=== block 1 ===
**Block 1: M2 wires**

Scale: 4 px per µm.
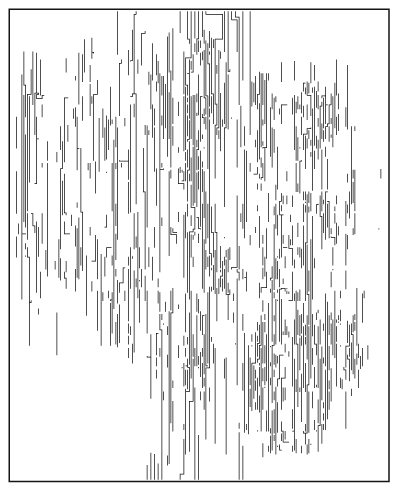

$ cat config.mk
export PLATFORM = sky130hd
export DESIGN_NAME = route_sequencer
export DESIGN_NICKNAME = d
export VERILOG_FILES = /design/src/rtl/route_pkg.sv /design/src/rtl/route_fifo.sv /design/src/rtl/route_sequencer.sv
export SDC_FILE = /design/constraint.sdc
export NUM_CORES = 1
export LEC_CHECK = 0
export CAP_MARGIN = 0
export CORE_ASPECT_RATIO = 1.25
export CORE_UTILIZATION = 45
export CTS_CLUSTER_DIAMETER = 40
export DETAILED_ROUTE_END_ITERATION = 10
export DONT_BUFFER_PORTS = 1
export GPL_ROUTABILITY_DRIVEN = 1
export PLACE_DENSITY_LB_ADDON = 0.3
export SLEW_MARGIN = 30
export SYNTH_ARGS = -nofsm -noshare
export SYNTH_HDL_FRONTEND = slang
export SYNTH_SLANG_ARGS = --single-unit
$ cat constraint.sdc
create_clock -name clk -period 3.3 [get_ports clk]
set_input_delay 0.825 -clock clk [delete_from_list [all_inputs] [get_ports clk]]
set_output_delay 0.825 -clock clk [all_outputs]
set_load 0.05 [all_outputs]
$ cat src/rtl/route_pkg.sv
`default_nettype none
// ============================================================================
//  Module      : route_pkg
//  Description : Shared types and command encodings for the route sequencer
//                and the command processor that consumes its commands.
//  Contents    : seq_state_t  - sequencer state encoding
//                GO_PREFIX    - upper two bits of a go command
//                STOP_CMD     - stop command byte
//                go_cmd()     - builds a go command from a station ID
//  Revision    : 1.0 - initial release
// ============================================================================
package route_pkg;

    typedef enum logic [2:0] {
        IDLE     = 3'd0,
        ISSUE    = 3'd1,
        WAIT_ACK = 3'd2,
        TRAVEL   = 3'd3,
        DWELL    = 3'd4,
        STOP     = 3'd5
    } seq_state_t;

    localparam logic [1:0] GO_PREFIX = 2'b01;
    localparam logic [7:0] STOP_CMD  = 8'h00;

    function automatic logic [7:0] go_cmd(input logic [5:0] id);
        return {GO_PREFIX, id};
    endfunction

endpackage
`default_nettype wire

$ cat src/rtl/route_fifo.sv
`default_nettype none
// ============================================================================
//  Module      : route_fifo
//  Description : DEPTH x WIDTH circular buffer holding queued station IDs.
//                Head entry is presented combinationally on o_rd_data.
//  Ports       : clk, rst     - clock, synchronous active-high reset
//                i_flush      - empties the buffer (beats a same-cycle write)
//                i_wr         - write i_wr_data; ignored while full
//                i_rd         - drop head entry; ignored while empty
//                o_rd_data    - current head entry
//                o_cnt        - number of stored entries
//                o_full       - o_cnt == DEPTH
//                o_empty      - o_cnt == 0
//  Revision    : 1.0 - initial release
// ============================================================================
module route_fifo #(
    parameter int DEPTH = 8,
    parameter int WIDTH = 6
) (
    input  logic                   clk,
    input  logic                   rst,
    input  logic                   i_flush,
    input  logic                   i_wr,
    input  logic [WIDTH-1:0]       i_wr_data,
    input  logic                   i_rd,
    output logic [WIDTH-1:0]       o_rd_data,
    output logic [$clog2(DEPTH):0] o_cnt,
    output logic                   o_full,
    output logic                   o_empty
);

    localparam int AW = $clog2(DEPTH);
    localparam logic [AW:0] c_DEPTH = DEPTH[AW:0];

    logic [WIDTH-1:0] r_mem [DEPTH];
    logic [AW-1:0]    r_wr_ptr;
    logic [AW-1:0]    r_rd_ptr;
    logic [AW:0]      r_cnt;
    logic             w_wr_en;
    logic             w_rd_en;

    assign o_full    = (r_cnt == c_DEPTH);
    assign o_empty   = (r_cnt == '0);
    assign o_cnt     = r_cnt;
    assign o_rd_data = r_mem[r_rd_ptr];

    assign w_wr_en = i_wr & ~o_full;
    assign w_rd_en = i_rd & ~o_empty;

    // Pointers wrap naturally because DEPTH is a power of two.
    always_ff @(posedge clk) begin
        if (rst || i_flush) begin
            r_wr_ptr <= '0;
            r_rd_ptr <= '0;
            r_cnt    <= '0;
        end else begin
            if (w_wr_en) r_wr_ptr <= r_wr_ptr + 1'b1;
            if (w_rd_en) r_rd_ptr <= r_rd_ptr + 1'b1;
            case ({w_wr_en, w_rd_en})
                2'b10:   r_cnt <= r_cnt + 1'b1;
                2'b01:   r_cnt <= r_cnt - 1'b1;
                default: r_cnt <= r_cnt;
            endcase
        end
    end

    always_ff @(posedge clk) begin
        if (w_wr_en && !i_flush) r_mem[r_wr_ptr] <= i_wr_data;
    end

endmodule
`default_nettype wire

$ cat src/rtl/route_sequencer.sv
`default_nettype none
// ============================================================================
//  Module      : route_sequencer
//  Description : Issues one go command per queued station, follows the
//                command processor's in_transit flag through departure and
//                arrival, dwells at each station, and can abort with a stop.
//  Ports       : i_push/i_push_id    - enqueue a station ID
//                i_start             - begin the queued route (pulse)
//                i_abort             - stop command + queue flush (pulse)
//                i_clr_cmd_rdy       - command processor took o_cmd
//                i_in_transit        - command processor travelling flag
//                o_cmd/o_cmd_rdy     - command byte and its valid flag
//                o_busy, o_cur_dest  - route active, stop being served
//                o_q_cnt/full/empty  - queue occupancy
//                o_ovf, o_route_done - single-cycle event pulses
//                o_err               - sticky acknowledge timeout
//  Revision    : 1.0 - initial release
// ============================================================================
module route_sequencer
    import route_pkg::*;
#(
    parameter int DEPTH     = 8,
    parameter int DWELL_CYC = 50000,
    parameter int ACK_TO    = 1024
) (
    input  logic                   clk,
    input  logic                   rst,
    input  logic                   i_push,
    input  logic [5:0]             i_push_id,
    input  logic                   i_start,
    input  logic                   i_abort,
    input  logic                   i_clr_cmd_rdy,
    input  logic                   i_in_transit,
    output logic [7:0]             o_cmd,
    output logic                   o_cmd_rdy,
    output logic                   o_busy,
    output logic [5:0]             o_cur_dest,
    output logic [$clog2(DEPTH):0] o_q_cnt,
    output logic                   o_q_full,
    output logic                   o_q_empty,
    output logic                   o_ovf,
    output logic                   o_route_done,
    output logic                   o_err
);

    localparam int DW = (DWELL_CYC > 1) ? $clog2(DWELL_CYC) : 1;
    localparam int KW = (ACK_TO > 1) ? $clog2(ACK_TO) : 1;
    localparam logic [DW-1:0] c_DWELL_LAST = DW'(DWELL_CYC - 1);
    localparam logic [KW-1:0] c_ACK_LAST   = KW'(ACK_TO - 1);

    seq_state_t    r_state,      w_state_nxt;
    logic [7:0]    r_cmd,        w_cmd_nxt;
    logic          r_cmd_rdy,    w_cmd_rdy_nxt;
    logic [5:0]    r_cur_dest,   w_cur_dest_nxt;
    logic [KW-1:0] r_ack_cnt,    w_ack_cnt_nxt;
    logic [DW-1:0] r_dwell_cnt,  w_dwell_cnt_nxt;
    logic          r_err,        w_err_nxt;
    logic          r_route_done, w_route_done_nxt;
    logic          r_ovf;
    logic          r_transit_d;

    logic          w_transit_fall;
    logic          w_pop;
    logic          w_flush;
    logic          w_fifo_wr;
    logic [5:0]    w_head;
    logic          w_q_full;
    logic          w_q_empty;

    // A push landing in the abort cycle is discarded along with the queue.
    assign w_fifo_wr      = i_push & ~w_flush;
    assign w_transit_fall = r_transit_d & ~i_in_transit;

    route_fifo #(
        .DEPTH (DEPTH),
        .WIDTH (6)
    ) u_fifo (
        .clk       (clk),
        .rst       (rst),
        .i_flush   (w_flush),
        .i_wr      (w_fifo_wr),
        .i_wr_data (i_push_id),
        .i_rd      (w_pop),
        .o_rd_data (w_head),
        .o_cnt     (o_q_cnt),
        .o_full    (w_q_full),
        .o_empty   (w_q_empty)
    );

    always_comb begin
        w_state_nxt      = r_state;
        w_cmd_nxt        = r_cmd;
        w_cmd_rdy_nxt    = r_cmd_rdy;
        w_cur_dest_nxt   = r_cur_dest;
        w_ack_cnt_nxt    = r_ack_cnt;
        w_dwell_cnt_nxt  = r_dwell_cnt;
        w_err_nxt        = r_err;
        w_route_done_nxt = 1'b0;
        w_pop            = 1'b0;
        w_flush          = 1'b0;

        if (i_abort && (r_state != IDLE) && (r_state != STOP)) begin
            // Any pending go is overwritten by the stop in the same flop.
            w_flush       = 1'b1;
            w_state_nxt   = STOP;
            w_cmd_nxt     = STOP_CMD;
            w_cmd_rdy_nxt = 1'b1;
        end else begin
            case (r_state)
                IDLE: begin
                    if (i_start && !w_q_empty) begin
                        w_pop          = 1'b1;
                        w_cur_dest_nxt = w_head;
                        w_cmd_nxt      = go_cmd(w_head);
                        w_cmd_rdy_nxt  = 1'b1;
                        w_err_nxt      = 1'b0;
                        w_state_nxt    = ISSUE;
                    end
                end
                ISSUE: begin
                    if (i_clr_cmd_rdy) begin
                        w_cmd_rdy_nxt = 1'b0;
                        w_ack_cnt_nxt = '0;
                        w_state_nxt   = WAIT_ACK;
                    end
                end
                WAIT_ACK: begin
                    if (i_in_transit) begin
                        w_state_nxt = TRAVEL;
                    end else if (r_ack_cnt == c_ACK_LAST) begin
                        w_err_nxt   = 1'b1;
                        w_state_nxt = IDLE;
                    end else if (r_ack_cnt != '1) begin
                        w_ack_cnt_nxt = r_ack_cnt + 1'b1;
                    end
                end
                TRAVEL: begin
                    if (w_transit_fall) begin
                        w_dwell_cnt_nxt = '0;
                        w_state_nxt     = DWELL;
                    end
                end
                DWELL: begin
                    if (r_dwell_cnt == c_DWELL_LAST) begin
                        if (w_q_empty) begin
                            w_route_done_nxt = 1'b1;
                            w_state_nxt      = IDLE;
                        end else begin
                            w_pop          = 1'b1;
                            w_cur_dest_nxt = w_head;
                            w_cmd_nxt      = go_cmd(w_head);
                            w_cmd_rdy_nxt  = 1'b1;
                            w_state_nxt    = ISSUE;
                        end
                    end else if (r_dwell_cnt != '1) begin
                        w_dwell_cnt_nxt = r_dwell_cnt + 1'b1;
                    end
                end
                STOP: begin
                    if (i_clr_cmd_rdy) begin
                        w_cmd_rdy_nxt = 1'b0;
                        w_state_nxt   = IDLE;
                    end
                end
                default: w_state_nxt = IDLE;
            endcase
        end
    end

    always_ff @(posedge clk) begin
        if (rst) begin
            r_state      <= IDLE;
            r_cmd        <= STOP_CMD;
            r_cmd_rdy    <= 1'b0;
            r_cur_dest   <= '0;
            r_ack_cnt    <= '0;
            r_dwell_cnt  <= '0;
            r_err        <= 1'b0;
            r_route_done <= 1'b0;
            r_ovf        <= 1'b0;
            r_transit_d  <= 1'b0;
        end else begin
            r_state      <= w_state_nxt;
            r_cmd        <= w_cmd_nxt;
            r_cmd_rdy    <= w_cmd_rdy_nxt;
            r_cur_dest   <= w_cur_dest_nxt;
            r_ack_cnt    <= w_ack_cnt_nxt;
            r_dwell_cnt  <= w_dwell_cnt_nxt;
            r_err        <= w_err_nxt;
            r_route_done <= w_route_done_nxt;
            r_ovf        <= i_push & w_q_full & ~w_flush;
            r_transit_d  <= i_in_transit;
        end
    end

    assign o_cmd        = r_cmd;
    assign o_cmd_rdy    = r_cmd_rdy;
    assign o_busy       = (r_state != IDLE);
    assign o_cur_dest   = r_cur_dest;
    assign o_q_full     = w_q_full;
    assign o_q_empty    = w_q_empty;
    assign o_ovf        = r_ovf;
    assign o_route_done = r_route_done;
    assign o_err        = r_err;

endmodule
`default_nettype wire

=== block 2 ===
==> src/rtl/tok_ocpl_pkg.sv <==
// Shared constants and types for the OCP-lite token target endpoint.
// Holds the command encodings, field widths, idle FSM states and error bit positions.
package tok_ocpl_pkg;

    localparam int unsigned TOK_ADDR_W = 8;
    localparam int unsigned TOK_DATA_W = 8;

    localparam logic [2:0] TOK_MCMD_IDLE = 3'd0;
    localparam logic [2:0] TOK_MCMD_WR   = 3'd1;

    typedef enum logic [1:0] {
        StRun,
        StDrain,
        StIdle
    } tok_idle_state_e;

    localparam int unsigned ERR_W         = 3;
    localparam int unsigned ERR_ILL_CMD   = 0;
    localparam int unsigned ERR_BAD_ADDR  = 1;
    localparam int unsigned ERR_UNDERFLOW = 2;

endpackage

==> src/rtl/tok_ocpl_cnt.sv <==
// One token line counter: an increment and a single-token consume can land in the same cycle.
// The caller guarantees that the increment fits, so the counter only guards the zero case.
module tok_ocpl_cnt
    import tok_ocpl_pkg::*;
#(
    parameter int unsigned CntW = 8
) (
    input  logic                  i_clk,
    input  logic                  i_rst_n,
    input  logic                  inc_en,
    input  logic [TOK_DATA_W-1:0] inc_val,
    input  logic                  dec,
    output logic [CntW-1:0]       cnt,
    output logic                  avail,
    output logic                  underflow
);

    logic [CntW-1:0] cnt_q;
    logic [CntW-1:0] cnt_d;
    logic [CntW-1:0] inc_amt;
    logic            dec_ok;

    always_comb begin
        inc_amt = inc_en ? CntW'(inc_val) : '0;
        dec_ok  = dec && (cnt_q != '0);
        cnt_d   = cnt_q + inc_amt - CntW'(dec_ok);
    end

    always_ff @(posedge i_clk or negedge i_rst_n) begin
        if (!i_rst_n) begin
            cnt_q <= '0;
        end else begin
            cnt_q <= cnt_d;
        end
    end

    assign cnt       = cnt_q;
    assign avail     = (cnt_q != '0);
    assign underflow = dec && (cnt_q == '0);

endmodule

==> src/rtl/tok_ocpl_target.sv <==
// Block-side terminator of the NoC token link: one-entry hold register feeding per-line
// token counters, with sticky error reporting and the NoC idle request/ack handshake.
module tok_ocpl_target
    import tok_ocpl_pkg::*;
#(
    parameter int unsigned NumTok = 8,
    parameter int unsigned CntW   = 8
) (
    input  logic                  i_clk,
    input  logic                  i_rst_n,
    input  logic [TOK_ADDR_W-1:0] i_tok_ocpl_s_maddr,
    input  logic [2:0]            i_tok_ocpl_s_mcmd,
    input  logic [TOK_DATA_W-1:0] i_tok_ocpl_s_mdata,
    output logic                  o_tok_ocpl_s_scmdaccept,
    output logic [NumTok-1:0]     o_tok_avail,
    input  logic [NumTok-1:0]     i_tok_consume,
    input  logic                  i_idle_req,
    output logic                  o_idle_ack,
    output logic                  o_idle_val,
    output logic [ERR_W-1:0]      o_err,
    input  logic                  i_err_clr
);

    localparam int unsigned SumW = CntW + 1;

    logic                  hold_vld_q;
    logic [TOK_ADDR_W-1:0] hold_addr_q;
    logic [TOK_DATA_W-1:0] hold_data_q;
    tok_idle_state_e       state_q;
    logic                  idle_ack_q;
    logic [ERR_W-1:0]      err_q;
    logic [ERR_W-1:0]      err_d;

    logic [CntW-1:0]   cnt [NumTok];
    logic [CntW-1:0]   sel_cnt;
    logic [SumW-1:0]   sum;
    logic [NumTok-1:0] inc_en;
    logic [NumTok-1:0] underflow;
    logic              addr_ok;
    logic              fits;
    logic              apply;
    logic              discard;
    logic              accept;
    logic              xfer;
    logic              wr;
    logic              illegal;

    // Fit check uses registered counts only, so accept never depends on a live input.
    always_comb begin
        sel_cnt = '0;
        for (int i = 0; i < NumTok; i++) begin
            if (hold_addr_q == TOK_ADDR_W'(i)) begin
                sel_cnt = cnt[i];
            end
        end
        addr_ok = 32'(hold_addr_q) < NumTok;
        sum     = {1'b0, sel_cnt} + SumW'(hold_data_q);
        fits    = addr_ok && !sum[CntW];
        apply   = hold_vld_q && fits;
        discard = hold_vld_q && !addr_ok;
        accept  = (state_q == StRun) && (!hold_vld_q || apply || discard);
        xfer    = accept && (i_tok_ocpl_s_mcmd != TOK_MCMD_IDLE);
        wr      = xfer && (i_tok_ocpl_s_mcmd == TOK_MCMD_WR);
        illegal = xfer && (i_tok_ocpl_s_mcmd != TOK_MCMD_WR);
    end

    for (genvar g = 0; g < NumTok; g++) begin : g_line
        assign inc_en[g] = apply && (hold_addr_q == TOK_ADDR_W'(g));

        tok_ocpl_cnt #(
            .CntW (CntW)
        ) u_cnt (
            .i_clk     (i_clk),
            .i_rst_n   (i_rst_n),
            .inc_en    (inc_en[g]),
            .inc_val   (hold_data_q),
            .dec       (i_tok_consume[g]),
            .cnt       (cnt[g]),
            .avail     (o_tok_avail[g]),
            .underflow (underflow[g])
        );
    end

    always_ff @(posedge i_clk or negedge i_rst_n) begin
        if (!i_rst_n) begin
            hold_vld_q  <= 1'b0;
            hold_addr_q <= '0;
            hold_data_q <= '0;
        end else if (wr) begin
            hold_vld_q  <= 1'b1;
            hold_addr_q <= i_tok_ocpl_s_maddr;
            hold_data_q <= i_tok_ocpl_s_mdata;
        end else if (apply || discard) begin
            hold_vld_q  <= 1'b0;
        end
    end

    always_comb begin
        err_d = err_q;
        if (i_err_clr) begin
            err_d = '0;
        end else begin
            err_d[ERR_ILL_CMD]   = err_q[ERR_ILL_CMD] | illegal;
            err_d[ERR_BAD_ADDR]  = err_q[ERR_BAD_ADDR] | discard;
            err_d[ERR_UNDERFLOW] = err_q[ERR_UNDERFLOW] | (|underflow);
        end
    end

    always_ff @(posedge i_clk or negedge i_rst_n) begin
        if (!i_rst_n) begin
            err_q <= '0;
        end else begin
            err_q <= err_d;
        end
    end

    always_ff @(posedge i_clk or negedge i_rst_n) begin
        if (!i_rst_n) begin
            state_q    <= StRun;
            idle_ack_q <= 1'b0;
        end else begin
            unique case (state_q)
                StRun: begin
                    if (i_idle_req) begin
                        state_q <= StDrain;
                    end
                end
                StDrain: begin
                    if (!i_idle_req) begin
                        state_q <= StRun;
                    end else if (!hold_vld_q) begin
                        state_q    <= StIdle;
                        idle_ack_q <= 1'b1;
                    end
                end
                StIdle: begin
                    if (!i_idle_req) begin
                        state_q    <= StRun;
                        idle_ack_q <= 1'b0;
                    end
                end
                default: begin
                    state_q    <= StRun;
                    idle_ack_q <= 1'b0;
                end
            endcase
        end
    end

    assign o_tok_ocpl_s_scmdaccept = accept;
    assign o_idle_ack              = idle_ack_q;
    assign o_idle_val              = !hold_vld_q && !(|o_tok_avail);
    assign o_err                   = err_q;

endmodule

==> config.mk <==
export PLATFORM = sky130hd
export DESIGN_NAME = tok_ocpl_target
export DESIGN_NICKNAME = d
export VERILOG_FILES = /design/src/rtl/tok_ocpl_pkg.sv /design/src/rtl/tok_ocpl_cnt.sv /design/src/rtl/tok_ocpl_target.sv
export SDC_FILE = /design/constraint.sdc
export NUM_CORES = 1
export LEC_CHECK = 0
export CORE_ASPECT_RATIO = 0.8
export CORE_MARGIN = 5
export CORE_UTILIZATION = 56
export CTS_CLUSTER_DIAMETER = 200
export DETAILED_ROUTE_END_ITERATION = 8
export PLACE_DENSITY = 0.79
export SYNTH_ARGS = -nofsm -noshare
export SYNTH_HDL_FRONTEND = slang
export SYNTH_SLANG_ARGS = --single-unit
export TNS_END_PERCENT = 5
==> constraint.sdc <==
create_clock -name i_clk -period 8.6 [get_ports i_clk]
set_clock_uncertainty 0.2 [all_clocks]
set_input_delay 2.58 -clock i_clk [delete_from_list [all_inputs] [get_ports i_clk]]
set_output_delay 2.58 -clock i_clk [all_outputs]
set_load 0.02 [all_outputs]
=== block 3 ===
### config.mk
export PLATFORM = sky130hd
export DESIGN_NAME = wb_writeback_arbiter_flat
export DESIGN_NICKNAME = d
export VERILOG_FILES = /design/src/rtl/wb_writeback_arbiter_if.sv /design/src/rtl/wb_writeback_arbiter.sv /design/src/flat_wrapper.sv
export SDC_FILE = /design/constraint.sdc
export NUM_CORES = 1
export LEC_CHECK = 0
export CORE_MARGIN = 1
export CORE_UTILIZATION = 25
export DETAILED_ROUTE_END_ITERATION = 6
export DONT_BUFFER_PORTS = 1
export PLACE_DENSITY = 0.44
export SYNTH_ARGS = -nofsm -noshare
export SYNTH_HDL_FRONTEND = slang
export SYNTH_SLANG_ARGS = --single-unit
### constraint.sdc
create_clock -name clk -period 7.6 [get_ports clk]
set_input_delay 1.14 -clock clk [delete_from_list [all_inputs] [get_ports clk]]
set_output_delay 1.14 -clock clk [all_outputs]
set_load 0.005 [all_outputs]
### src/rtl/wb_writeback_arbiter_if.sv
// Writeback arbiter bus bundle: pipeline result, long-latency stream, RF port.
// The arbiter attaches through the slave modport; the producer side uses master.
interface wb_writeback_arbiter_if #(
    parameter int XLEN  = 32,
    parameter int DEPTH = 4
);
    localparam int CW = $clog2(DEPTH) + 1;

    logic            pipe_valid;
    logic [4:0]      pipe_rd;
    logic [XLEN-1:0] pipe_data;

    logic            ll_valid;
    logic            ll_ready;
    logic [4:0]      ll_rd;
    logic [XLEN-1:0] ll_data;

    logic            rf_RegWrite;
    logic [4:0]      rf_rd;
    logic [XLEN-1:0] rf_in;

    logic [CW-1:0]   ll_count;
    logic            stall_req;

    modport master (
        output pipe_valid, pipe_rd, pipe_data,
        output ll_valid, ll_rd, ll_data,
        input  ll_ready,
        input  rf_RegWrite, rf_rd, rf_in,
        input  ll_count, stall_req
    );

    modport slave (
        input  pipe_valid, pipe_rd, pipe_data,
        input  ll_valid, ll_rd, ll_data,
        output ll_ready,
        output rf_RegWrite, rf_rd, rf_in,
        output ll_count, stall_req
    );
endinterface

### src/rtl/wb_writeback_arbiter.sv
// Writeback arbiter: pipeline results win the RF port, long-latency results
// queue in a FIFO; optional busy_mask port enabled by macro WB_BUSY_MASK_EN.
module wb_writeback_arbiter #(
    parameter int XLEN         = 32,
    parameter int DEPTH        = 4,
    parameter int STARVE_LIMIT = 8
) (
    input  logic                    clk,
    input  logic                    rst,
    wb_writeback_arbiter_if.slave   bus
`ifdef WB_BUSY_MASK_EN
    ,
    output logic [31:0]             busy_mask
`endif
);
    localparam int AW = $clog2(DEPTH);
    localparam int CW = AW + 1;
    localparam int SW = $clog2(STARVE_LIMIT + 1);

    typedef enum logic [1:0] {
        IDLE,
        BLOCKED,
        STALL
    } state_t;

    logic [4:0]      q_rd   [DEPTH];
    logic [XLEN-1:0] q_data [DEPTH];
    logic [AW-1:0]   wptr;
    logic [AW-1:0]   rptr;
    logic [CW-1:0]   count;

    state_t          state;
    logic [SW-1:0]   starve;
    logic [SW-1:0]   starve_inc;

    logic            full;
    logic            empty;
    logic            push;
    logic            pipe_win;
    logic            pop;
    logic            blocked;

    assign full       = (count == CW'(DEPTH));
    assign empty      = (count == '0);
    // Ready depends only on registered occupancy, never on a same-cycle pop.
    assign bus.ll_ready = !rst && !full;
    assign bus.ll_count = count;

    // x0 destinations complete the handshake but are never stored.
    assign push     = bus.ll_valid && bus.ll_ready && (bus.ll_rd != 5'd0);
    // A pipeline write to x0 is no write, so it leaves the port to the FIFO.
    assign pipe_win = bus.pipe_valid && (bus.pipe_rd != 5'd0);
    assign pop      = !rst && !pipe_win && !empty;
    assign blocked  = pipe_win && !empty;

    assign starve_inc = starve + SW'(1);

    // FIFO storage, pointers and occupancy.
    always_ff @(posedge clk) begin
        if (rst) begin
            wptr  <= '0;
            rptr  <= '0;
            count <= '0;
        end else begin
            if (push) begin
                q_rd[wptr]   <= bus.ll_rd;
                q_data[wptr] <= bus.ll_data;
                wptr         <= wptr + AW'(1);
            end
            if (pop) begin
                rptr <= rptr + AW'(1);
            end
            case ({push, pop})
                2'b10:   count <= count + CW'(1);
                2'b01:   count <= count - CW'(1);
                default: count <= count;
            endcase
        end
    end

    // Registered register-file write port; address/data hold when idle.
    always_ff @(posedge clk) begin
        if (rst) begin
            bus.rf_RegWrite <= 1'b0;
            bus.rf_rd       <= '0;
            bus.rf_in       <= '0;
        end else if (pipe_win) begin
            bus.rf_RegWrite <= 1'b1;
            bus.rf_rd       <= bus.pipe_rd;
            bus.rf_in       <= bus.pipe_data;
        end else if (pop) begin
            bus.rf_RegWrite <= 1'b1;
            bus.rf_rd       <= q_rd[rptr];
            bus.rf_in       <= q_data[rptr];
        end else begin
            bus.rf_RegWrite <= 1'b0;
        end
    end

    // Starvation tracker: counts cycles the FIFO head loses to the pipeline.
    always_ff @(posedge clk) begin
        if (rst) begin
            state         <= IDLE;
            starve        <= '0;
            bus.stall_req <= 1'b0;
        end else if (!blocked) begin
            // Either the FIFO is empty or its head popped this cycle.
            state         <= IDLE;
            starve        <= '0;
            bus.stall_req <= 1'b0;
        end else begin
            unique case (state)
                IDLE, BLOCKED: begin
                    starve <= starve_inc;
                    if (starve_inc >= SW'(STARVE_LIMIT)) begin
                        state         <= STALL;
                        bus.stall_req <= 1'b1;
                    end else begin
                        state <= BLOCKED;
                    end
                end
                STALL: begin
                    state         <= STALL;
                    bus.stall_req <= 1'b1;
                end
                default: begin
                    state         <= IDLE;
                    starve        <= '0;
                    bus.stall_req <= 1'b0;
                end
            endcase
        end
    end

`ifdef WB_BUSY_MASK_EN
    logic [AW-1:0] mask_idx;

    // One bit per destination held by a live FIFO entry; x0 never marked.
    always_comb begin
        busy_mask = '0;
        mask_idx  = '0;
        for (int i = 0; i < DEPTH; i++) begin
            mask_idx = rptr + AW'(i);
            if (CW'(i) < count) begin
                busy_mask[q_rd[mask_idx]] = 1'b1;
            end
        end
        busy_mask[0] = 1'b0;
    end
`endif

endmodule

### src/flat_wrapper.sv
// flat-port wrapper written by rule: the top's interface ports become plain ports
module wb_writeback_arbiter_flat 
#(
    parameter int XLEN         = 32,
    parameter int DEPTH        = 4,
    parameter int STARVE_LIMIT = 8
)
  (clk, rst, bus_pipe_valid, bus_pipe_rd, bus_pipe_data, bus_ll_valid, bus_ll_rd, bus_ll_data, bus_ll_ready, bus_rf_RegWrite, bus_rf_rd, bus_rf_in, bus_ll_count, bus_stall_req);
  wb_writeback_arbiter_if #(.XLEN(XLEN), .DEPTH(DEPTH)) bus_i ();
  input  logic clk;
  input  logic rst;
  input wire logic [$bits(bus_i.pipe_valid)-1:0] bus_pipe_valid;
  input wire logic [$bits(bus_i.pipe_rd)-1:0] bus_pipe_rd;
  input wire logic [$bits(bus_i.pipe_data)-1:0] bus_pipe_data;
  input wire logic [$bits(bus_i.ll_valid)-1:0] bus_ll_valid;
  input wire logic [$bits(bus_i.ll_rd)-1:0] bus_ll_rd;
  input wire logic [$bits(bus_i.ll_data)-1:0] bus_ll_data;
  output wire logic [$bits(bus_i.ll_ready)-1:0] bus_ll_ready;
  output wire logic [$bits(bus_i.rf_RegWrite)-1:0] bus_rf_RegWrite;
  output wire logic [$bits(bus_i.rf_rd)-1:0] bus_rf_rd;
  output wire logic [$bits(bus_i.rf_in)-1:0] bus_rf_in;
  output wire logic [$bits(bus_i.ll_count)-1:0] bus_ll_count;
  output wire logic [$bits(bus_i.stall_req)-1:0] bus_stall_req;
  assign bus_i.pipe_valid = bus_pipe_valid;
  assign bus_i.pipe_rd = bus_pipe_rd;
  assign bus_i.pipe_data = bus_pipe_data;
  assign bus_i.ll_valid = bus_ll_valid;
  assign bus_i.ll_rd = bus_ll_rd;
  assign bus_i.ll_data = bus_ll_data;
  assign bus_ll_ready = bus_i.ll_ready;
  assign bus_rf_RegWrite = bus_i.rf_RegWrite;
  assign bus_rf_rd = bus_i.rf_rd;
  assign bus_rf_in = bus_i.rf_in;
  assign bus_ll_count = bus_i.ll_count;
  assign bus_stall_req = bus_i.stall_req;
  wb_writeback_arbiter #(.XLEN(XLEN), .DEPTH(DEPTH), .STARVE_LIMIT(STARVE_LIMIT)) u_core (.clk(clk), .rst(rst), .bus(bus_i));
endmodule
**Block 1: signal wires on met4**

Scale: 2 px per µm.
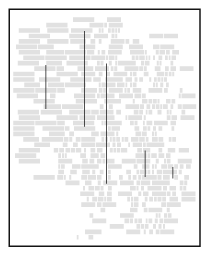
- nets with wire on the layer: 4
- share of all routed wire: 1.4%
- wire length on this layer: 148 µm
- main direction: vertical

Notes on 'M2 wires' of block 1 above:
- share of all routed wire: 53%
- main direction: vertical
- longest straight run: 56.1 µm

==> Changelog: implementation, block 1 <==
### Metrics

* Status: complete, no violations
* Post-Route WL at 10.4 mm
* Mux frac, synth at 0.0872
* Cell type with the largest total area: edfxtp_1
* Synth-to-layout area growth at 11.9%
* GR Util met3 at 0.0446
* IO Count at 38
* Syn Area/Cell at between 10 and 15 µm²
* Startpoint types: flip-flop
* Clock buffer depth at 2
* GR Util met2 at 0.336
* Worst setup EP type: flip-flop
* GRT overflow at 0
* Cells after DPL at 563
* Aoi share at 0.130
* Most frequent cells in the layout: dfxtp_1 (60), edfxtp_1 (48), o21ai_0 (34)
* Final setup viols at 0
* CTS Buf Count at 9
* Fin. max-slew vios at 0
* Top sig layer: met4
* Most used flip-flop cell after synthesis: dfxtp_1
* TritonCTS clock tree: done
* Synth Area in Simple Gates at 0.180
* Post-synth cell types at 59
* Largest registers: u_fifo.r_mem x48, r_dwell_cnt x16, r_ack_cnt x10
* Max-cap violations at 0
* Finished layout cell area at ~5400 µm²
* Hold endpoint: r_dwell_cnt[15]
* Biggest register: u_fifo.r_mem
* Cells along the critical path: or4_4 > nor4_4 > mux2i_2 > nor3_2 > ha_1 > xor2_1 > ha_1 > a21oi_1 > xor2_1 > or3_1 > a21oi_1
* Latency at later pin at between 0.3 and 0.4 ns
* Met3 routed WL at approximately 570 µm
* Yosys Instances at roughly 430
* P_comb at roughly 0.89 mW
* Top delay family on crit path: simple AND/OR/NAND/NOR gates
* Core Region at 10,300 µm²
* Post-Place Worst Slack at 0.160 ns
* Chip area in the Yosys report at around 4800 µm²
* Worst vdd ir at ~0.41 mV
* Pin count of the biggest net entering global routing at 27
* RSZ-0062 raised after global routing: no
* Sequential logic power at around 1.8 mW
* Crit path kind: flip-flop to flip-flop
* Crit-path max cell delay at about 0.6 ns
* Power Clock at about 1.1 mW
* H-Tree Level Count at 3
* Yosys Warn Count at 0
* Gate power share at 0.236
* 1st-iter DRT viols at approximately 180
* Slew of the pin with the lowest slew margin at ~0.8 ns
* Most numerous logic cell after layout: dfxtp_1
* Gpl congestion at 0.819
* Synth Area in Adders at 0.0182
* Final Core Density at 0.526
* Antenna cells at 0
* RR Endpoint: u_fifo.o_cnt[2]
* Hold depth at 1
* HPWL after DPL at 7.18 mm
* R2R setup slack at roughly 0.24 ns
* Sequential share of power at 0.474
==> block 1: synthesized netlist by cell type (all sizes together) (8+ instances only) <==
cell type	instances
dfxtp	60
edfxtp	48
o21ai	36
nand2	29
nor2	28
a21oi	23
clkbuf	16
nand4	14
a31oi	13
mux4	12
nand2b	11
nand3	11
inv	9
nor3	9
mux2	8
==> block 1: layout make-up <==
cell class                      count  area (µm²)  area share
Tap cell                          129         161      0.0299
Clock inverter                      7        76.3      0.0142
Clock buffer                        9         225      0.0418
Inverter                            9        33.8     0.00626
Sequential cell                   108        2640       0.490
Timing Repair Buffer               21         158      0.0292
Multi-Input combinational cell    296        2100       0.389
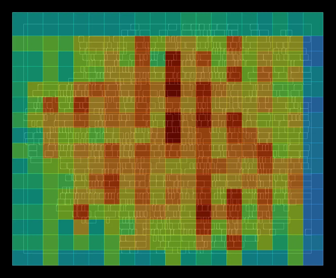
**Above:** block 2 (routing congestion map).
GRT busiest layer: met2
drt wl/cell: 16.4 µm
Total GRT Usage: 0.234
Final Core Density: 0.628

==> Changelog: implementation, block 2 <==
### Metrics

* Status: complete, no violations
* Crit-path max cell delay at between 0.8 and 0.9 ns
* CTS clk-pin slew, worst paths at 0.07 ns
* Final net count at 1,067
* Drt first pass iters at 6
* HPWL after DPL at approximately 14 mm
* Psw at between 1 and 1.5 mW
* Final setup viols at 0
* Syn nets at approximately 1,000
* Sequential area share after synthesis at 0.287
* Sequential share of power at 0.255
* WP buf/inv at 2
* Critical path depth in cells at 12
* Yosys Warn Count at 0
* Tcrit/Tclk final at 0.854
* Non-filler cells, final at between 1,000 and 1,500
* Floorplan core density at 0.565
* Most used flip-flop cell after synthesis: dfrtp_1
* Pint at 1.86 mW
* Seq area share at 0.259
* Synthesized registers at between 80 and 90
* Core Region at about 13,000 µm²
* Synth Area in Adders at 0.218
* Register area at roughly 2200 µm²
* Finished layout cell area at 8420 µm²
* Post-Place Worst Slack at ~1.7 ns
* Vias in the first global route at roughly 6,000
* Seq cells at just under 90
* Mux frac, synth at 0.0503
* Multi-input combinational area share at 0.537
* Antenna cells at 0
* Aggregate negative setup slack at 0 ns
* Hold slack at 0.306 ns
* Max frequency at about 140 MHz
* Net Sw Frac at 0.436
* Hold Crit Start: state_q[0]
* Aoi share at 0.0921
* Comb. cell area at about 4500 µm²
* Max-area cell share at 0.287
* Num rows at 38
* Crit-path slowest cell: dfrtp_1
* Max reg flops at about 64
block 2: power groups by stage:
stage          sequential (mW)  combinational (mW)  clock [mW]
4_1_cts                  0.835                2.03       0.432
5_1_grt                  0.863                2.31       0.447
6_report                 0.843                2.03       0.430
3_3_place_gp             0.839                1.92           0
3_5_place_dp             0.839                2.00           0
2_1_floorplan            0.739                1.67           0
block 2: per-layer routing:
layer | global-route usage | wire [µm] | vias up
li1 | - | - | 2931
met1 | 0.325 | 8340 | 2909
met2 | 0.381 | 8110 | 171
met3 | 0.0489 | 1200 | 28
met4 | 0.0549 | 294 | 0
met5 | 0 | 0 | -
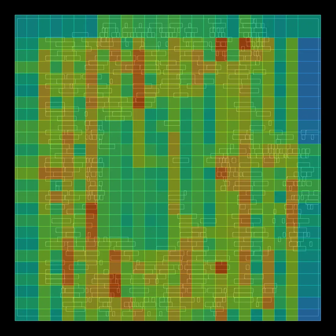
**Above:** block 3 (routing congestion map).
Total GRT Usage: 0.111
grt met1 use: 0.122

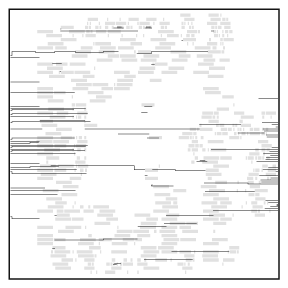
**Above:** block 3 (M3 wires).
Scale: 1.5 px per µm.
- longest straight run: 76.4 µm
- share of all routed wire: 11%
- nets with wire on the layer: 69
- main direction: horizontal
Post-Route WL: 17.8 mm
DR vias: 4,070
GR Util met3: 0.0551

==> Changelog: implementation, block 3 <==
### Metrics

* Status: complete, no violations
* Chip area at 32,000 µm²
* Top class by area: registers
* WP buf/inv at 1
* 1st-iter DRT viols at 164
* Aoi share at 0.0808
* Yosys Instances at slightly below 500
* Fillers at approximately 3,000
* GRT busiest layer: met2
* Leakage at around 2.8 nW
* Skew final at roughly 0.011 ns
* Vias in the first global route at 4,211
* Crit path to: u_core.bus.ll_count[2]
* Antenna-violating nets left at 0
* Synth top area cells: edfxtp_1 (57%), dfxtp_1 (14%), mux4_2 (11%)
* Clk tree area frac at 0.0862
* CTS Sinks at slightly above 200
* DIE HEIGHT at about 180 µm
block 3: sequential cells by signal, indices dropped and copies added (netlist names), named ones only:
signal / count
u_core.wptr: 2
u_core.bus.rf_in: 32
u_core.rptr: 2
u_core.q_data: 128
u_core.bus.stall_req: 1
u_core.starve: 4
u_core.q_rd: 20
u_core.bus.ll_count: 3
u_core.bus.rf_RegWrite: 1
u_core.state: 2
u_core.bus.rf_rd: 5
block 3: stage by stage:
step                      setup slack (ns)  utilization
after floorplan                       4.25            -
after CTS                             4.34        0.292
after global placement                3.86        0.267
final                                 4.33        0.292
after global routing                  4.22        0.292
after detailed placement              3.81        0.267

==> gallery <==
Met1 routing.
(a)
Scale: 2 px per µm.
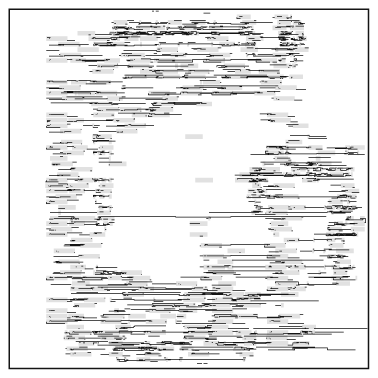
(b)
Scale: 3 px per µm.
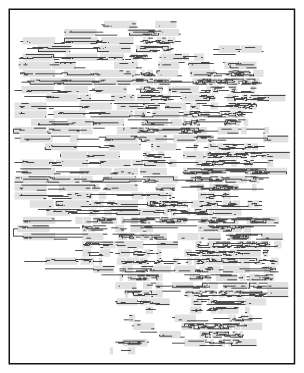
(c)
Scale: 3 px per µm.
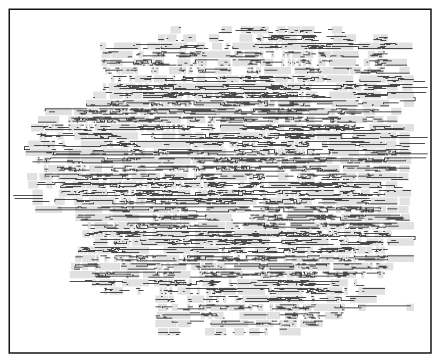
- block 2 = (c)
- block 3 = (a)
- block 1 = (b)
- smallest die: (b)


=== block 4 ===
## src/rtl/mem_arbiter.sv

```systemverilog
`default_nettype none
// ============================================================================
//  Module      : mem_arbiter
//  Description : Two-port arbiter in front of a single-port, synchronous-read
//                data RAM. Port 0 is the CPU, port 1 a debug/DMA loader.
//                Accesses are serialised through IDLE -> ACCESS (-> RWAIT for
//                reads), and read data is returned only to the winning port.
//                Round-robin on contention by default; define
//                MEM_ARB_CPU_PRIO_EN to give port 0 fixed priority instead.
//  Revision    : 1.0  initial release
// ============================================================================
module mem_arbiter #(
    parameter int AW = 9,
    parameter int DW = 16
) (
    input  logic          clk,
    input  logic          reset,
    // port 0 (CPU)
    input  logic          p0_req,
    input  logic          p0_write,
    input  logic [AW-1:0] p0_addr,
    input  logic [DW-1:0] p0_wdata,
    output logic          p0_gnt,
    output logic          p0_rvalid,
    output logic [DW-1:0] p0_rdata,
    // port 1 (debug / DMA loader)
    input  logic          p1_req,
    input  logic          p1_write,
    input  logic [AW-1:0] p1_addr,
    input  logic [DW-1:0] p1_wdata,
    output logic          p1_gnt,
    output logic          p1_rvalid,
    output logic [DW-1:0] p1_rdata,
    // RAM side
    output logic [AW-1:0] ram_addr,
    output logic          ram_write,
    output logic [DW-1:0] ram_din,
    input  logic [DW-1:0] ram_dout,
    // status
    output logic          busy
);

    typedef enum logic [1:0] {
        ST_IDLE   = 2'd0,
        ST_ACCESS = 2'd1,
        ST_RWAIT  = 2'd2
    } state_t;

    state_t         r_state;
    state_t         w_state_nxt;

    logic           r_winner;       // 0 = port 0 owns the current access
    logic           r_write;        // current access is a write
    logic           r_last_winner;  // reset to 1 so port 0 wins the first tie
    logic           r_ram_write;
    logic [AW-1:0]  r_ram_addr;
    logic [DW-1:0]  r_ram_din;
    logic [DW-1:0]  r_p0_rdata;
    logic [DW-1:0]  r_p1_rdata;
    logic           r_p0_rvalid;
    logic           r_p1_rvalid;

    logic           w_any_req;
    logic           w_pick;         // port that wins if a request is taken
    logic           w_take;         // accept a request this cycle
    logic           w_p0_gnt;
    logic           w_p1_gnt;

    // Choose which port would win if a request were accepted now
    always_comb begin
        w_any_req = p0_req | p1_req;
`ifdef MEM_ARB_CPU_PRIO_EN
        // Port 0 always wins; port 1 only when port 0 is not asking.
        w_pick    = ~p0_req;
`else
        // On a tie the port that did not win last time goes next.
        if (p0_req && p1_req) begin
            w_pick = ~r_last_winner;
        end else begin
            w_pick = ~p0_req;
        end
`endif
    end

    // Next-state logic and grant decode
    always_comb begin
        w_state_nxt = r_state;
        w_take      = 1'b0;
        w_p0_gnt    = 1'b0;
        w_p1_gnt    = 1'b0;
        case (r_state)
            ST_IDLE: begin
                if (w_any_req) begin
                    w_take      = 1'b1;
                    w_state_nxt = ST_ACCESS;
                end
            end
            ST_ACCESS: begin
                w_p0_gnt    = ~r_winner;
                w_p1_gnt    = r_winner;
                w_state_nxt = r_write ? ST_IDLE : ST_RWAIT;
            end
            ST_RWAIT: begin
                w_state_nxt = ST_IDLE;
            end
            default: begin
                w_state_nxt = ST_IDLE;
            end
        endcase
    end

    // State register
    always_ff @(posedge clk or posedge reset) begin
        if (reset) begin
            r_state <= ST_IDLE;
        end else begin
            r_state <= w_state_nxt;
        end
    end

    // Access latch, RAM strobe sequencing and read-data return
    always_ff @(posedge clk or posedge reset) begin
        if (reset) begin
            r_winner      <= 1'b0;
            r_write       <= 1'b0;
            r_last_winner <= 1'b1;
            r_ram_write   <= 1'b0;
            r_ram_addr    <= '0;
            r_ram_din     <= '0;
            r_p0_rdata    <= '0;
            r_p1_rdata    <= '0;
            r_p0_rvalid   <= 1'b0;
            r_p1_rvalid   <= 1'b0;
        end else begin
            r_p0_rvalid <= 1'b0;
            r_p1_rvalid <= 1'b0;

            if (w_take) begin
                r_winner      <= w_pick;
                r_last_winner <= w_pick;
                r_write       <= w_pick ? p1_write : p0_write;
                r_ram_write   <= w_pick ? p1_write : p0_write;
                r_ram_addr    <= w_pick ? p1_addr  : p0_addr;
                r_ram_din     <= w_pick ? p1_wdata : p0_wdata;
            end

            // The write commits on the edge that ends ACCESS; drop the strobe there.
            if (r_state == ST_ACCESS) begin
                r_ram_write <= 1'b0;
            end

            // RAM output is valid during RWAIT; hand it to the winner only.
            if (r_state == ST_RWAIT) begin
                if (r_winner) begin
                    r_p1_rdata  <= ram_dout;
                    r_p1_rvalid <= 1'b1;
                end else begin
                    r_p0_rdata  <= ram_dout;
                    r_p0_rvalid <= 1'b1;
                end
            end
        end
    end

    assign p0_gnt    = w_p0_gnt;
    assign p1_gnt    = w_p1_gnt;
    assign p0_rvalid = r_p0_rvalid;
    assign p1_rvalid = r_p1_rvalid;
    assign p0_rdata  = r_p0_rdata;
    assign p1_rdata  = r_p1_rdata;
    assign ram_addr  = r_ram_addr;
    assign ram_write = r_ram_write;
    assign ram_din   = r_ram_din;
    assign busy      = (r_state != ST_IDLE);

endmodule
`default_nettype wire

```

## config.mk

```make
export PLATFORM = sky130hd
export DESIGN_NAME = mem_arbiter
export DESIGN_NICKNAME = d
export VERILOG_FILES = /design/src/rtl/mem_arbiter.sv
export SDC_FILE = /design/constraint.sdc
export NUM_CORES = 1
export LEC_CHECK = 0
export CORE_UTILIZATION = 44
export DETAILED_ROUTE_END_ITERATION = 10
export PLACE_DENSITY = 0.95
export REMOVE_ABC_BUFFERS = 1
export SLEW_MARGIN = 20
export SYNTH_ARGS = -nofsm -noshare
export SYNTH_HDL_FRONTEND = slang
export SYNTH_SLANG_ARGS = --single-unit
```

## constraint.sdc

```tcl
create_clock -name clk -period 4.25 [get_ports clk]
set_clock_uncertainty 0.05 [all_clocks]
set_input_delay 0.85 -clock clk [delete_from_list [all_inputs] [get_ports clk]]
set_output_delay 0.85 -clock clk [all_outputs]
set_load 0.02 [all_outputs]
```

=== block 5 ===
### src/rtl/wash_phase_timer.sv
// Wash/rinse/spin phase timer with fill-valve watchdog and sticky fault for the washer FSM.
// Optional macro WASH_PAUSE_EN: pause freezes prescaler, phase count and fill watchdog.
module wash_phase_timer #(
    parameter int TICK_DIV     = 1000,
    parameter int CNT_W        = 16,
    parameter int QUICK_TICKS  = 30,
    parameter int NORMAL_TICKS = 60,
    parameter int HEAVY_TICKS  = 90,
    parameter int SPIN_TICKS   = 20,
    parameter int FILL_LIMIT   = 50
) (
    input  logic             clk,
    input  logic             reset,
    input  logic [1:0]       program_sel,
    input  logic             door_lock,
    input  logic             motor_on,
    input  logic             fill_valve_on,
    input  logic             spin_active,
    input  logic             pause,
    output logic             cycle_timeout,
    output logic             spin_timeout,
    output logic             fault,
    output logic [1:0]       active_prog,
    output logic [CNT_W-1:0] ticks_left
);
    localparam int PW = $clog2(TICK_DIV);
    localparam logic [PW-1:0] PRE_LAST = PW'(TICK_DIV - 1);

    typedef enum logic [2:0] {IDLE, WASH_T, RINSE_T, SPIN_T, FAULT} state_t;

    state_t           state;
    logic             motor_q, door_q, spin_q, fill_q;
    logic             motor_rise, door_rise, spin_rise, fill_rise;
    logic [PW-1:0]    presc, fill_presc;
    logic [CNT_W-1:0] fill_cnt;
    logic [1:0]       episode, ep_eff, sel_prog;
    logic [CNT_W-1:0] prog_ticks, half_ticks, rinse_ticks;
    logic             hold, tick_wrap, fill_trip;

`ifdef WASH_PAUSE_EN
    assign hold = pause;
`else
    assign hold = 1'b0 & pause;
`endif

    assign motor_rise = motor_on & ~motor_q;
    assign door_rise  = door_lock & ~door_q;
    assign spin_rise  = spin_active & ~spin_q;
    assign fill_rise  = fill_valve_on & ~fill_q;
    assign tick_wrap  = (presc == PRE_LAST);
    assign fill_trip  = fill_valve_on && !fill_rise && !hold && (fill_presc == PRE_LAST)
                        && (fill_cnt == CNT_W'(FILL_LIMIT - 1));

    // A motor rise on the same edge as the door lock must see the freshly latched program.
    always_comb begin
        sel_prog = door_rise ? program_sel : active_prog;
        ep_eff   = door_rise ? 2'd0 : episode;
        case (sel_prog)
            2'b00:   prog_ticks = CNT_W'(QUICK_TICKS);
            2'b10:   prog_ticks = CNT_W'(HEAVY_TICKS);
            default: prog_ticks = CNT_W'(NORMAL_TICKS);
        endcase
        half_ticks  = prog_ticks >> 1;
        rinse_ticks = (half_ticks == '0) ? CNT_W'(1) : half_ticks;
    end

    always_ff @(posedge clk or posedge reset) begin
        if (reset) begin
            state         <= IDLE;
            motor_q       <= 1'b0;
            door_q        <= 1'b0;
            spin_q        <= 1'b0;
            fill_q        <= 1'b0;
            presc         <= '0;
            fill_presc    <= '0;
            fill_cnt      <= '0;
            episode       <= 2'd0;
            cycle_timeout <= 1'b0;
            spin_timeout  <= 1'b0;
            fault         <= 1'b0;
            active_prog   <= 2'b00;
            ticks_left    <= '0;
        end else begin
            motor_q       <= motor_on;
            door_q        <= door_lock;
            spin_q        <= spin_active;
            fill_q        <= fill_valve_on;
            cycle_timeout <= 1'b0;
            spin_timeout  <= 1'b0;

            if (door_rise) begin
                active_prog <= program_sel;
                episode     <= 2'd0;
            end

            if (state != FAULT) begin
                if (!fill_valve_on) begin
                    fill_presc <= '0;
                    fill_cnt   <= '0;
                end else if (fill_rise) begin
                    fill_presc <= PW'(1);
                end else if (!hold) begin
                    if (fill_presc == PRE_LAST) begin
                        fill_presc <= '0;
                        fill_cnt   <= fill_cnt + CNT_W'(1);
                    end else begin
                        fill_presc <= fill_presc + PW'(1);
                    end
                end
            end

            if (state == FAULT) begin
                if (!door_lock) begin
                    state      <= IDLE;
                    fault      <= 1'b0;
                    fill_presc <= '0;
                    fill_cnt   <= '0;
                end
            end else if (fill_trip) begin
                state      <= FAULT;
                fault      <= 1'b1;
                ticks_left <= '0;
                presc      <= '0;
            end else begin
                case (state)
                    IDLE: begin
                        if (motor_rise && ep_eff == 2'd0) begin
                            state      <= WASH_T;
                            ticks_left <= prog_ticks;
                            presc      <= '0;
                            episode    <= 2'd1;
                        end else if (motor_rise && ep_eff == 2'd1) begin
                            state      <= RINSE_T;
                            ticks_left <= rinse_ticks;
                            presc      <= '0;
                            episode    <= 2'd2;
                        end else if (spin_rise) begin
                            state      <= SPIN_T;
                            ticks_left <= CNT_W'(SPIN_TICKS);
                            presc      <= '0;
                        end
                    end
                    WASH_T, RINSE_T, SPIN_T: begin
                        // Aborts are checked before expiry so an abort on the expiry edge wins.
                        if (!door_lock || (state == SPIN_T ? !spin_active : !motor_on)) begin
                            state      <= IDLE;
                            ticks_left <= '0;
                            presc      <= '0;
                        end else if (!hold) begin
                            if (tick_wrap) begin
                                presc <= '0;
                                if (ticks_left <= CNT_W'(1)) begin
                                    state      <= IDLE;
                                    ticks_left <= '0;
                                    if (state == SPIN_T) spin_timeout  <= 1'b1;
                                    else                 cycle_timeout <= 1'b1;
                                end else begin
                                    ticks_left <= ticks_left - CNT_W'(1);
                                end
                            end else begin
                                presc <= presc + PW'(1);
                            end
                        end
                    end
                    default: begin
                        state <= IDLE;
                    end
                endcase
            end
        end
    end
endmodule

### config.mk
export PLATFORM = sky130hd
export DESIGN_NAME = wash_phase_timer
export DESIGN_NICKNAME = d
export VERILOG_FILES = /design/src/rtl/wash_phase_timer.sv
export SDC_FILE = /design/constraint.sdc
export NUM_CORES = 1
export LEC_CHECK = 0
export CAP_MARGIN = 30
export CORE_MARGIN = 4
export CORE_UTILIZATION = 40
export DETAILED_ROUTE_END_ITERATION = 10
export PLACE_DENSITY = 0.69
export REMOVE_ABC_BUFFERS = 1
export SYNTH_ARGS = -nofsm -noshare
export SYNTH_HDL_FRONTEND = slang
export SYNTH_SLANG_ARGS = --single-unit
### constraint.sdc
create_clock -name clk -period 7.03 [get_ports clk]
set_clock_uncertainty 0.05 [all_clocks]
set_input_delay 1.406 -clock clk [delete_from_list [all_inputs] [get_ports clk]]
set_output_delay 1.406 -clock clk [all_outputs]
set_load 0.03 [all_outputs]
**Block 4: routing congestion map**

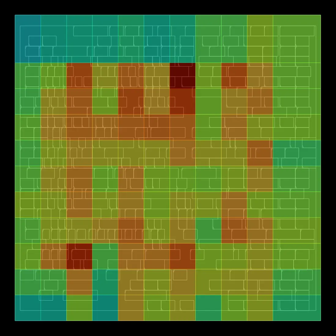
GR Util met3: 0.0600
grt met1 use: 0.275
Final Core Density: 0.725
GR Util met2: 0.411

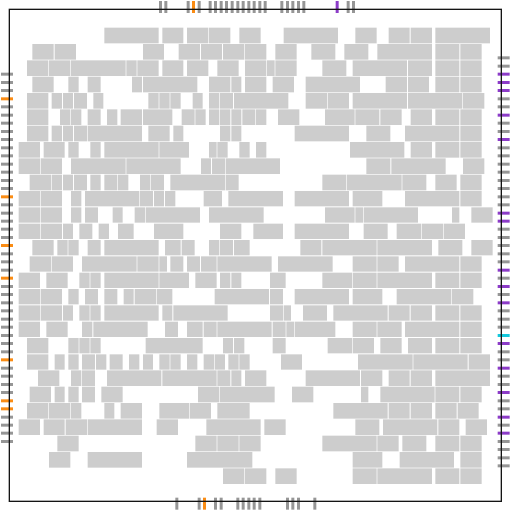
**Above:** block 4 (I/O pins on the die edge).
Scale: 6 px per µm. Pins as bars across the die edge, other pins in gray.
- `ram_dout`: purple (pins 16; direction input; edge 15 right, 1 top)
- `p1_addr`: orange (pins 9; direction input; edge 7 left, 1 bottom, 1 top)
- `p0_rvalid`: cyan (pins 1; direction output; edge right)
DIE HEIGHT: 81.8 µm
Port-buffer cells: 134

==> Changelog: implementation, block 4 <==
### Metrics

* Hold Crit Start: r_write
* Critical Path RT at ~3.4 ns
* Max-cap violations at 0
* Num rows at 28
* H-Tree Level Count at 3
* Post-CTS Resized at 0
* Psw at roughly 1.3 mW
* Top class by area: registers
* Chip area at approximately 6700 µm²
* Max-area cell share at 0.572
* Clock buffer depth at 2
* Post-Synth XOR/XNOR Area at 0
* Cell type with the largest total area: dfrtp_1
* Pin count of the biggest net entering global routing at 38
* Drt first pass iters at 5
* CTS clk-pin slew, worst paths at approximately 0.070 ns
* Non-filler cells, final at 452
* Clock root cell: clkbuf_8
* Slew of the pin with the lowest slew margin at 0.994 ns
* Final setup margin at ~1.5 ns
* Yosys Warn Count at 0
* Most used flip-flop cell after synthesis: dfrtp_1
* Gpl congestion at between 0.7 and 0.8
* Net Sw Frac at 0.376
* Hold depth at 1
* Dominant comb cell: AND-OR/OR-AND gates
* Status: complete, no violations
* Mi-comb count at between 150 and 200
* Vias per cell at 5.52
* Crit path to: busy
* Well Taps at 75
* Gate power share at 0.506
* Antenna violations before repair at 0
* Comb. cell area at ~1000 µm²
* Critical path depth in cells at 4
[block 4: metal layers]
layer	wire length [µm]	track usage	up-vias
met3	826	0.0600	8
met4	99	0.104	0
li1	-	-	1146
met2	3760	0.411	147
met5	0	0	-
met1	3010	0.275	1194
[block 4: placed cells by master, fill, tap and decap left out, types with 3 or more instances in the layout]
master           instances
o21ai_0                 26
clkdlybuf4s50_1        134
clkbuf_8                12
a31oi_1                 26
mux2_2                  30
a21oi_1                 27
inv_1                    3
buf_4                    5
nand3_1                 27
dfrtp_1                 64
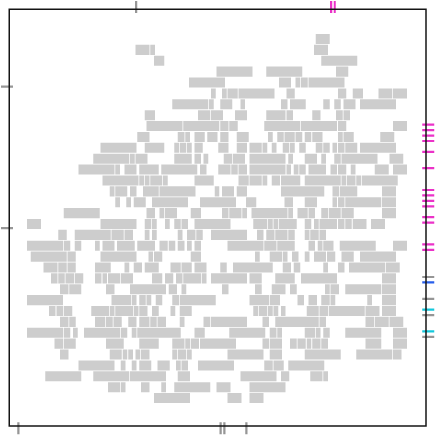
**Above:** block 5 (I/O pins on the die edge).
Scale: 4 px per µm. Pins as bars across the die edge, other pins in gray.
- `ticks_left`: magenta (pins 16; direction output; edge 14 right, 2 top)
- `program_sel`: cyan (pins 2; direction input; edge right)
- `spin_timeout`: blue (pins 1; direction output; edge right)
DIE HEIGHT: 104 µm
Port-buffer cells: 28

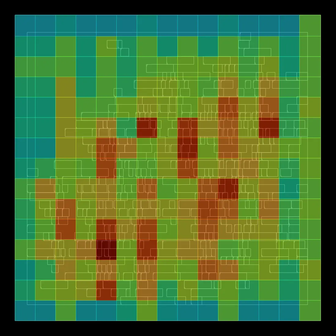
**Above:** block 5 (routing congestion map).
GR Util met3: 0.0417
grt met1 use: 0.213

==> Changelog: implementation, block 5 <==
### Metrics

* Net Sw Frac at 0.359
* CTS clk-pin slew, worst paths at around 0.070 ns
* DR vias at 3,091
* WP buf/inv at 1
* Mi-comb count at around 300
* Status: complete, no violations
* RR Endpoint: ticks_left[6]
* Inverter count at 15
* Comb. cell area at roughly 1900 µm²
* Power after layout at 1.23 mW
* Post-route minimum period at approximately 4.1 ns
* Post-CTS Resized at 0
* Top class by area: combinational gates
* Chip area at around 11,000 µm²
* Clock share of power at 0.319
* Well Taps at 108
* Non-clock buffer instance count of the final layout at 30
* Sequential logic power at 0.466 mW
* Critical path depth in cells at 7
* Worst R2R Path Depth at 6
* Post-Syn Instances at 396
* Worst setup EP type: flip-flop
* Most frequent cell after synthesis: dfrtp_1
[block 5: through the flow]
stage,cells,hold WS [ns],worst slack [ns]
after floorplan,382,0.395,3.43
after global placement,520,0.423,2.64
after detailed placement,520,0.423,2.59
after CTS,536,0.437,2.95
after global routing,536,0.460,2.69
final,536,0.441,2.94
[block 5: state kept, by name, summed over array words and instances (netlist names), 2 cells and up]
| name | count |
|---|---|
| ticks_left | 16 |
| presc | 10 |
| fill_cnt | 16 |
| active_prog | 2 |
| fill_presc | 10 |
| state | 3 |
| episode | 2 |

==> notes/layouts.md <==
Pictures saved along the way, in no particular order.

M3 wires.
Scale: 3 px per µm.
shot_01.png
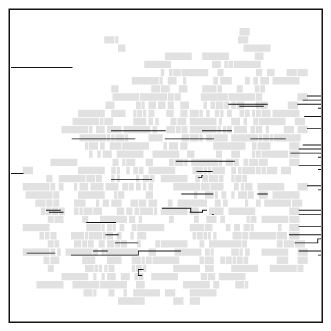
shot_02.png
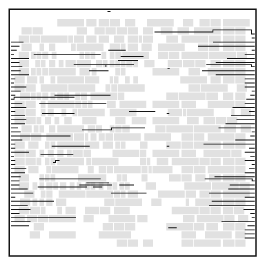
shot_01.png comes from block 5.
shot_02.png comes from block 4.
- largest die: shot_01.png



==> gallery <==
M2 wires.
Plate I
Scale: 3 px per µm.
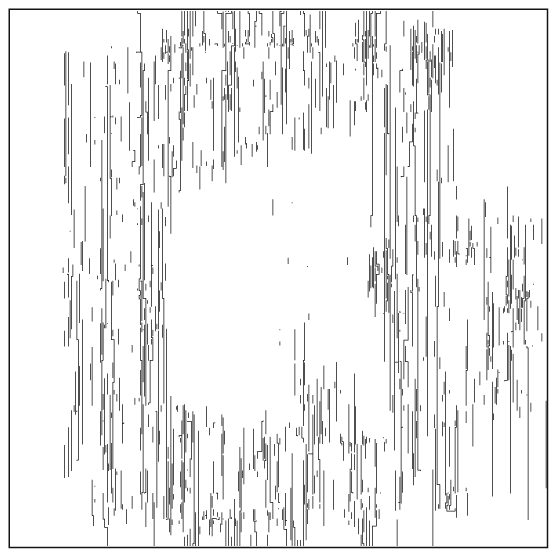
Plate II
Scale: 4 px per µm.
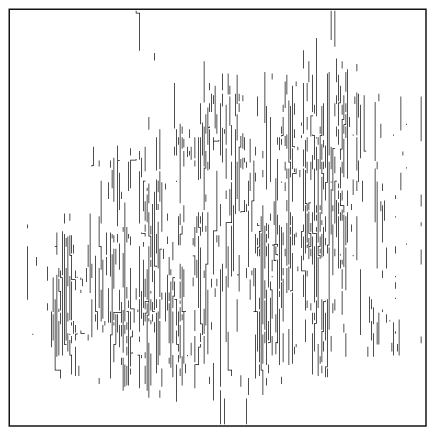
Plate III
Scale: 3 px per µm.
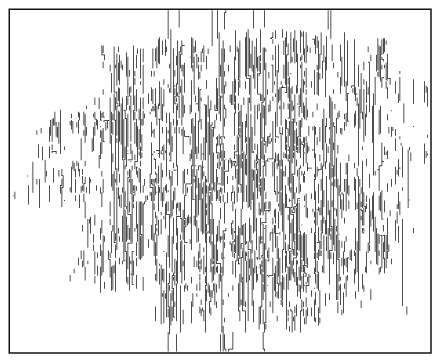
Plate IV
Scale: 6 px per µm.
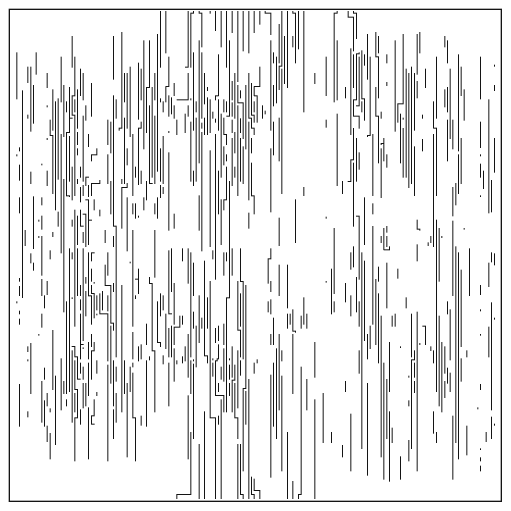
Block 4 is Plate IV.
Block 3 is Plate I.
Block 2 is Plate III.
Block 5 is Plate II.
The one with the smallest die is Plate IV.
The one with the largest die is Plate I.

No activity file was given, so power comes from the tool's default toggle rates.
